# ---- image_seq_loader ----
## config.mk

```make
export PLATFORM = sky130hd
export DESIGN_NAME = image_seq_loader
export DESIGN_NICKNAME = d
export VERILOG_FILES = /design/src/rtl/image_seq_loader.sv
export SDC_FILE = /design/constraint.sdc
export NUM_CORES = 1
export LEC_CHECK = 0
export ABC_AREA = 1
export CELL_PAD_IN_SITES_DETAIL_PLACEMENT = 0
export CELL_PAD_IN_SITES_GLOBAL_PLACEMENT = 1
export CORE_MARGIN = 10
export CORE_UTILIZATION = 43
export CTS_CLUSTER_SIZE = 10
export DETAILED_ROUTE_END_ITERATION = 8
export PLACE_DENSITY = 0.94
export SETUP_SLACK_MARGIN = 0.4
export SYNTH_ARGS = -nofsm -noshare
export SYNTH_HDL_FRONTEND = slang
export SYNTH_SLANG_ARGS = --single-unit
```

## constraint.sdc

```tcl
create_clock -name vga_clk -period 4.07 [get_ports vga_clk]
set_clock_uncertainty 0.05 [all_clocks]
set_input_delay 0.814 -clock vga_clk [delete_from_list [all_inputs] [get_ports vga_clk]]
set_output_delay 0.814 -clock vga_clk [all_outputs]
set_load 0.01 [all_outputs]
```

## src/rtl/image_seq_loader.sv

```systemverilog
// Image sequencer between the image ROM and the VGA display RAM port.
// It copies one image at a time from the synchronous ROM into the display RAM.
// It then holds that image for a frame period before loading the next one.
module image_seq_loader #(
    parameter  int unsigned DATA_W       = 16,
    parameter  int unsigned IMG_WORDS    = 16,
    parameter  int unsigned IMG_NUM      = 16,
    parameter  int unsigned ROM_LAT      = 1,
    parameter  int unsigned FRAME_CYCLES = 6_250_000,
    localparam int unsigned WA_W = (IMG_WORDS > 1) ? $clog2(IMG_WORDS) : 1,
    localparam int unsigned IX_W = (IMG_NUM > 1) ? $clog2(IMG_NUM) : 1,
    localparam int unsigned RA_W = (IMG_NUM * IMG_WORDS > 1) ? $clog2(IMG_NUM * IMG_WORDS) : 1
) (
    input  logic              vga_clk,
    input  logic              rst,
    input  logic              enable,
    input  logic              pause,
    input  logic [1:0]        mode,
    output logic [RA_W-1:0]   rom_addr,
    input  logic [DATA_W-1:0] rom_data,
    output logic              write_en,
    output logic [WA_W-1:0]   write_addr,
    output logic [DATA_W-1:0] write_data,
    output logic [IX_W-1:0]   image_index,
    output logic              busy,
    output logic              load_done,
    output logic              seq_end
);

    localparam int unsigned CNT_W     = $clog2(IMG_WORDS + ROM_LAT + 1);
    localparam int unsigned TM_W      = (FRAME_CYCLES > 1) ? $clog2(FRAME_CYCLES) : 1;
    localparam int unsigned LOAD_LAST = IMG_WORDS + ROM_LAT - 1;
    localparam logic [1:0]  MODE_PING = 2'd1;
    localparam logic [1:0]  MODE_ONE  = 2'd2;

    typedef enum logic [1:0] {S_IDLE, S_LOAD, S_HOLD} state_t;

    state_t            state;
    logic [CNT_W-1:0]  cnt;
    logic [TM_W-1:0]   timer;
    logic              dir_down;
    logic [1:0]        mode_q;
    logic              enable_q;
    logic [ROM_LAT-1:0] vld_pipe;
    logic [WA_W-1:0]   w_pipe [ROM_LAT];

    logic              issue_c;
    logic              restart_c;
    logic              frame_end_c;
    logic              at_end_c;
    logic              nxt_dir_c;
    logic [IX_W-1:0]   nxt_idx_c;

    // First ROM word address of an image
    function automatic logic [RA_W-1:0] base_of(input logic [IX_W-1:0] idx);
        return RA_W'(idx) * RA_W'(IMG_WORDS);
    endfunction

    assign write_data  = rom_data;
    assign write_en    = vld_pipe[ROM_LAT-1];
    assign write_addr  = w_pipe[ROM_LAT-1];
    assign issue_c     = (state == S_LOAD) && (cnt < CNT_W'(IMG_WORDS));
    assign restart_c   = seq_end && ((mode != mode_q) || (enable && !enable_q));
    assign frame_end_c = (state == S_HOLD) && !pause && (timer == TM_W'(FRAME_CYCLES - 1));

    // Next image index and ping-pong direction for the current mode
    always_comb begin
        nxt_idx_c = image_index;
        nxt_dir_c = dir_down;
        at_end_c  = 1'b0;
        if (IMG_NUM > 1) begin
            case (mode)
                MODE_PING: begin
                    if (!dir_down) begin
                        if (image_index == IX_W'(IMG_NUM - 1)) begin
                            nxt_idx_c = image_index - IX_W'(1);
                            nxt_dir_c = 1'b1;
                        end else begin
                            nxt_idx_c = image_index + IX_W'(1);
                        end
                    end else begin
                        if (image_index == '0) begin
                            nxt_idx_c = image_index + IX_W'(1);
                            nxt_dir_c = 1'b0;
                        end else begin
                            nxt_idx_c = image_index - IX_W'(1);
                        end
                    end
                end
                MODE_ONE: begin
                    if (image_index == IX_W'(IMG_NUM - 1)) begin
                        at_end_c = 1'b1;
                    end else begin
                        nxt_idx_c = image_index + IX_W'(1);
                    end
                end
                default: begin
                    if (image_index == IX_W'(IMG_NUM - 1)) begin
                        nxt_idx_c = '0;
                    end else begin
                        nxt_idx_c = image_index + IX_W'(1);
                    end
                end
            endcase
        end else begin
            at_end_c = (mode == MODE_ONE);
        end
    end

    // Sequencer FSM: idle, image load, frame hold
    always_ff @(posedge vga_clk or posedge rst) begin
        if (rst) begin
            state       <= S_IDLE;
            cnt         <= '0;
            timer       <= '0;
            dir_down    <= 1'b0;
            mode_q      <= '0;
            enable_q    <= 1'b0;
            rom_addr    <= '0;
            image_index <= '0;
            busy        <= 1'b0;
            load_done   <= 1'b0;
            seq_end     <= 1'b0;
        end else begin
            mode_q    <= mode;
            enable_q  <= enable;
            load_done <= 1'b0;
            case (state)
                S_IDLE: begin
                    if (restart_c) begin
                        seq_end     <= 1'b0;
                        image_index <= '0;
                        dir_down    <= 1'b0;
                    end
                    if (enable) begin
                        state    <= S_LOAD;
                        busy     <= 1'b1;
                        cnt      <= '0;
                        timer    <= '0;
                        rom_addr <= restart_c ? '0 : base_of(image_index);
                    end
                end
                S_LOAD: begin
                    timer <= timer + TM_W'(1);
                    if (cnt < CNT_W'(IMG_WORDS - 1)) begin
                        rom_addr <= rom_addr + RA_W'(1);
                    end
                    if (cnt == CNT_W'(LOAD_LAST)) begin
                        state     <= S_HOLD;
                        busy      <= 1'b0;
                        load_done <= 1'b1;
                    end else begin
                        cnt <= cnt + CNT_W'(1);
                    end
                end
                S_HOLD: begin
                    if (restart_c) begin
                        seq_end     <= 1'b0;
                        image_index <= '0;
                        dir_down    <= 1'b0;
                        if (enable) begin
                            state    <= S_LOAD;
                            busy     <= 1'b1;
                            cnt      <= '0;
                            timer    <= '0;
                            rom_addr <= '0;
                        end
                    end else if (frame_end_c) begin
                        timer       <= '0;
                        image_index <= nxt_idx_c;
                        dir_down    <= nxt_dir_c;
                        if (at_end_c) begin
                            seq_end <= 1'b1;
                        end
                        if (!enable) begin
                            state <= S_IDLE;
                        end else if (!at_end_c) begin
                            state    <= S_LOAD;
                            busy     <= 1'b1;
                            cnt      <= '0;
                            rom_addr <= base_of(nxt_idx_c);
                        end
                    end else if (!pause) begin
                        timer <= timer + TM_W'(1);
                    end
                end
                default: state <= S_IDLE;
            endcase
        end
    end

    // Write pipe: delays issue valid and word index by the ROM latency
    always_ff @(posedge vga_clk or posedge rst) begin
        if (rst) begin
            vld_pipe <= '0;
            for (int i = 0; i < int'(ROM_LAT); i++) begin
                w_pipe[i] <= '0;
            end
        end else begin
            vld_pipe[0] <= issue_c;
            w_pipe[0]   <= WA_W'(cnt);
            for (int i = 1; i < int'(ROM_LAT); i++) begin
                vld_pipe[i] <= vld_pipe[i-1];
                w_pipe[i]   <= w_pipe[i-1];
            end
        end
    end

endmodule

```

# ---- instr_fetch ----
[config.mk]
export PLATFORM = sky130hd
export DESIGN_NAME = instr_fetch
export DESIGN_NICKNAME = d
export VERILOG_FILES = /design/src/rtl/instr_fetch.sv
export SDC_FILE = /design/constraint.sdc
export NUM_CORES = 1
export LEC_CHECK = 0
export ABC_CLOCK_PERIOD_IN_PS = 1820
export CORE_MARGIN = 1.5
export CORE_UTILIZATION = 38
export DETAILED_ROUTE_END_ITERATION = 10
export GPL_ROUTABILITY_DRIVEN = 1
export GPL_TIMING_DRIVEN = 0
export PLACE_DENSITY_LB_ADDON = 0.2
export SLEW_MARGIN = 20
export SYNTH_ARGS = -nofsm -noshare
export SYNTH_HDL_FRONTEND = slang
export SYNTH_SLANG_ARGS = --single-unit
[constraint.sdc]
create_clock -name clk -period 1.82 [get_ports clk]
set_input_delay 0.364 -clock clk [delete_from_list [all_inputs] [get_ports clk]]
set_output_delay 0.364 -clock clk [all_outputs]
set_load 0.02 [all_outputs]
[src/rtl/instr_fetch.sv]
// instr_fetch: fetch stage owning the PC, registering ROM words into a valid/ready output slot.
// Optional JMP predecode enabled by defining FETCH_JMP_PREDECODE_EN.
module instr_fetch #(
    parameter int ADDR_WIDTH = 16,
    parameter int ROM_WIDTH = 21,
    parameter logic [ADDR_WIDTH-1:0] RESET_PC = '0
) (
    input  logic                  clk,
    input  logic                  rst,
    output logic [ADDR_WIDTH-1:0] rom_addr,
    input  logic [ROM_WIDTH-1:0]  rom_data,
    output logic [ROM_WIDTH-1:0]  instr,
    output logic [ADDR_WIDTH-1:0] instr_pc,
    output logic                  instr_valid,
    input  logic                  instr_ready,
    input  logic                  redirect_valid,
    input  logic [ADDR_WIDTH-1:0] redirect_addr,
    input  logic                  halt_req,
    output logic                  halted
);
    typedef enum logic {RUN, HALT} state_t;

    state_t                state_q;
    logic [ADDR_WIDTH-1:0] pc_q, pc_d, instr_pc_q;
    logic [ROM_WIDTH-1:0]  instr_q;
    logic                  valid_q;
    logic                  fire, load;

    assign fire = valid_q & instr_ready;
    assign load = (state_q == RUN) & (!valid_q | instr_ready);

`ifdef FETCH_JMP_PREDECODE_EN
    // Unconditional JMP steers the PC at fetch time so the target follows with no bubble.
    assign pc_d = (rom_data[ROM_WIDTH-1 -: 5] == 5'b01001) ? ADDR_WIDTH'(rom_data[15:0]) : pc_q + 1'b1;
`else
    assign pc_d = pc_q + 1'b1;
`endif

    always_ff @(posedge clk) begin
        if (rst) begin
            pc_q       <= RESET_PC;
            instr_q    <= '0;
            instr_pc_q <= '0;
            valid_q    <= 1'b0;
            state_q    <= RUN;
        end else if (redirect_valid) begin
            pc_q    <= redirect_addr;
            valid_q <= 1'b0;
            state_q <= RUN;
        end else if (state_q == RUN && halt_req) begin
            // Halting suppresses this cycle's load; a pending word still drains.
            state_q <= HALT;
            if (fire) valid_q <= 1'b0;
        end else if (load) begin
            instr_q    <= rom_data;
            instr_pc_q <= pc_q;
            valid_q    <= 1'b1;
            pc_q       <= pc_d;
        end else if (fire) begin
            valid_q <= 1'b0;
        end
    end

    assign rom_addr    = pc_q;
    assign instr       = instr_q;
    assign instr_pc    = instr_pc_q;
    assign instr_valid = valid_q;
    assign halted      = (state_q == HALT);
endmodule

**image_seq_loader: wire density map**

Drawn at 3 px/µm. 25 x 25 tiles, from black (low) to pale yellow (high), scaled to the fullest tile. Values are wire area over tile area, all layers added.
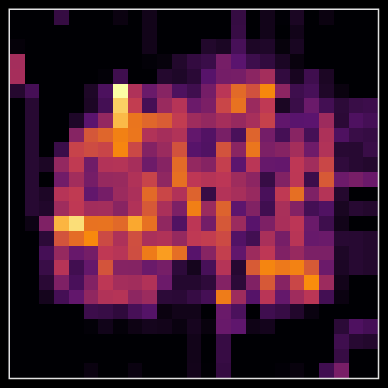
tiles over half the peak: 13%
nearly empty tiles: 33%
mean over tiles: 0.12
fullest tile: 0.57
densest ninth of the die: centre

==> flow_summary.toml, image_seq_loader <==
# physical design summary
[placement]
place_area_um2 = 4740
dp_hpwl_um = 8390

[finish]
seq-cell-share = 0.280
buffer_area_frac = 0.0612
fill_cells = 1083
largest_register = "timer"

[floorplanning]
fp.coreArea_um2 = 10300
rows = 37
ioPinCount = 58

[global_route]
use_met3 = 0.0202
overflow = 0
grt_pass1_wl_um = 19900

[worst_hold_path]
hold_start = "cnt[1]$_DFFE_PP0P_"

[clock_tree]
cts_buffers = 5

[final_timing]
setup_tns_ns = 0
slew_viol_final = 0

[logic_synthesis]
top_area_frac = 0.299
synth-main-ff-cell = "dfrtp_1"
ys_sh_xor = 0.0290
synth_area_leader_cell = "dfrtp_1"

[routing]
top_layer = "met4"
drt-pass1-iter-count = 5

[run_status]
status = "finished clean"

[power_and_ir_drop]
p_clk_frac = 0.119

[setup_path]
worst_setup_path_end_kind = "flip-flop"
**instr_fetch: sizing map**

Drawn at 6 px/µm.
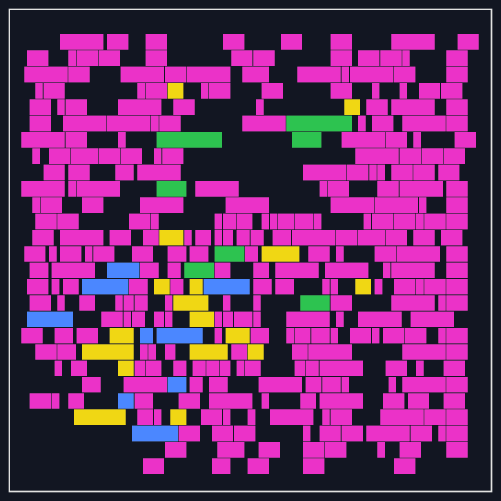
legend:
  magenta:
    size: drive 1 or less
    cells: 307
    share: 90%
    most_used: clkdlybuf4s50_1
  yellow:
    size: drive 3 to 4
    cells: 17
    share: 5.0%
    most_used: buf_4
  blue:
    size: drive 2
    cells: 9
    share: 2.6%
    most_used: dfxtp_2
  green:
    size: drive 6 and up
    cells: 7
    share: 2.1%
    most_used: clkbuf_8

**instr_fetch: wire density map**

Drawn at 4 px/µm. 16 x 16 tiles, from black (low) to pale yellow (high), scaled to the fullest tile. Values are wire area over tile area, all layers added.
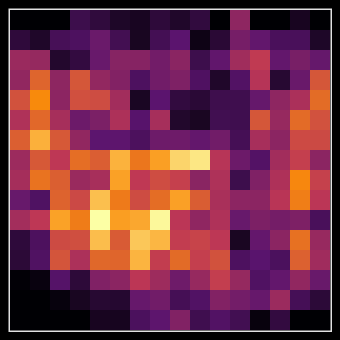
fullest tile: 0.40
nearly empty tiles: 6.2%
mean over tiles: 0.15
emptiest ninth of the die: north
tiles over half the peak: 27%

==> flow_summary.toml, instr_fetch <==
# physical design summary
[power_and_ir_drop]
power_frac_seq = 0.481
power-top-group = "registers"

[logic_synthesis]
synth-main-ff-cell = "dfxtp_1"
top_area_frac = 0.487
synth_area_um2 = 2260

[routing]
drc = 0
vias = 2095
wl_um = 5810
viasPerCell = 5.08

[finish]
clkbuf_count = 5
antenna_cells = 0

[global_route]
grt_pass1_vias = 1982
busiest_layer = "met2"

[setup_path]
timing.rr.start = "rom_addr[2]$_SDFFE_PP0P_"
worstPathCellList = "or3b_4 > or3_4 > or4_1 > a311oi_1"

[run_status]
status = "finished with violations"
failed_checks = "negative setup slack"

[placement]
post-place-ws_ns = -0.568
place_inst = 402

[final_timing]
hold_ws_ns = 0.496
min_period_ns = 1.85
slew_viol_final = 0
fin_ws_ns = -0.0304
setup_viol = 1


==> notes/layouts.md <==
Pictures saved along the way, in no particular order.

The metal 3 layer.
image #1
Drawn at 6 px/µm.
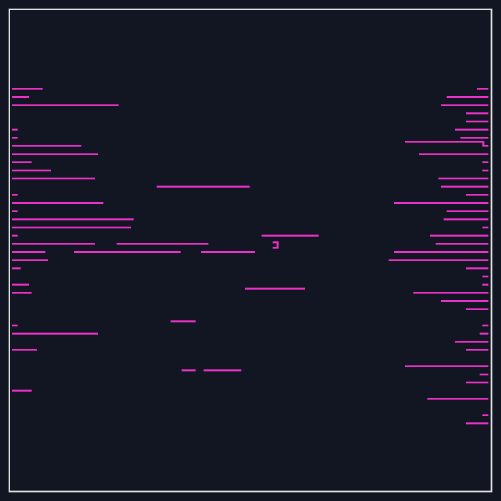
image #2
Drawn at 4 px/µm.
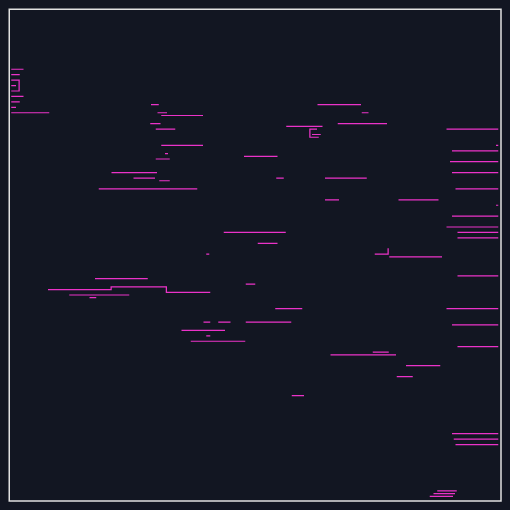
instr_fetch: image #1
image_seq_loader: image #2

Key to image #2:
share of all routed wire: 4.8%
main direction: horizontal

Power and IR drop assume default switching activity.
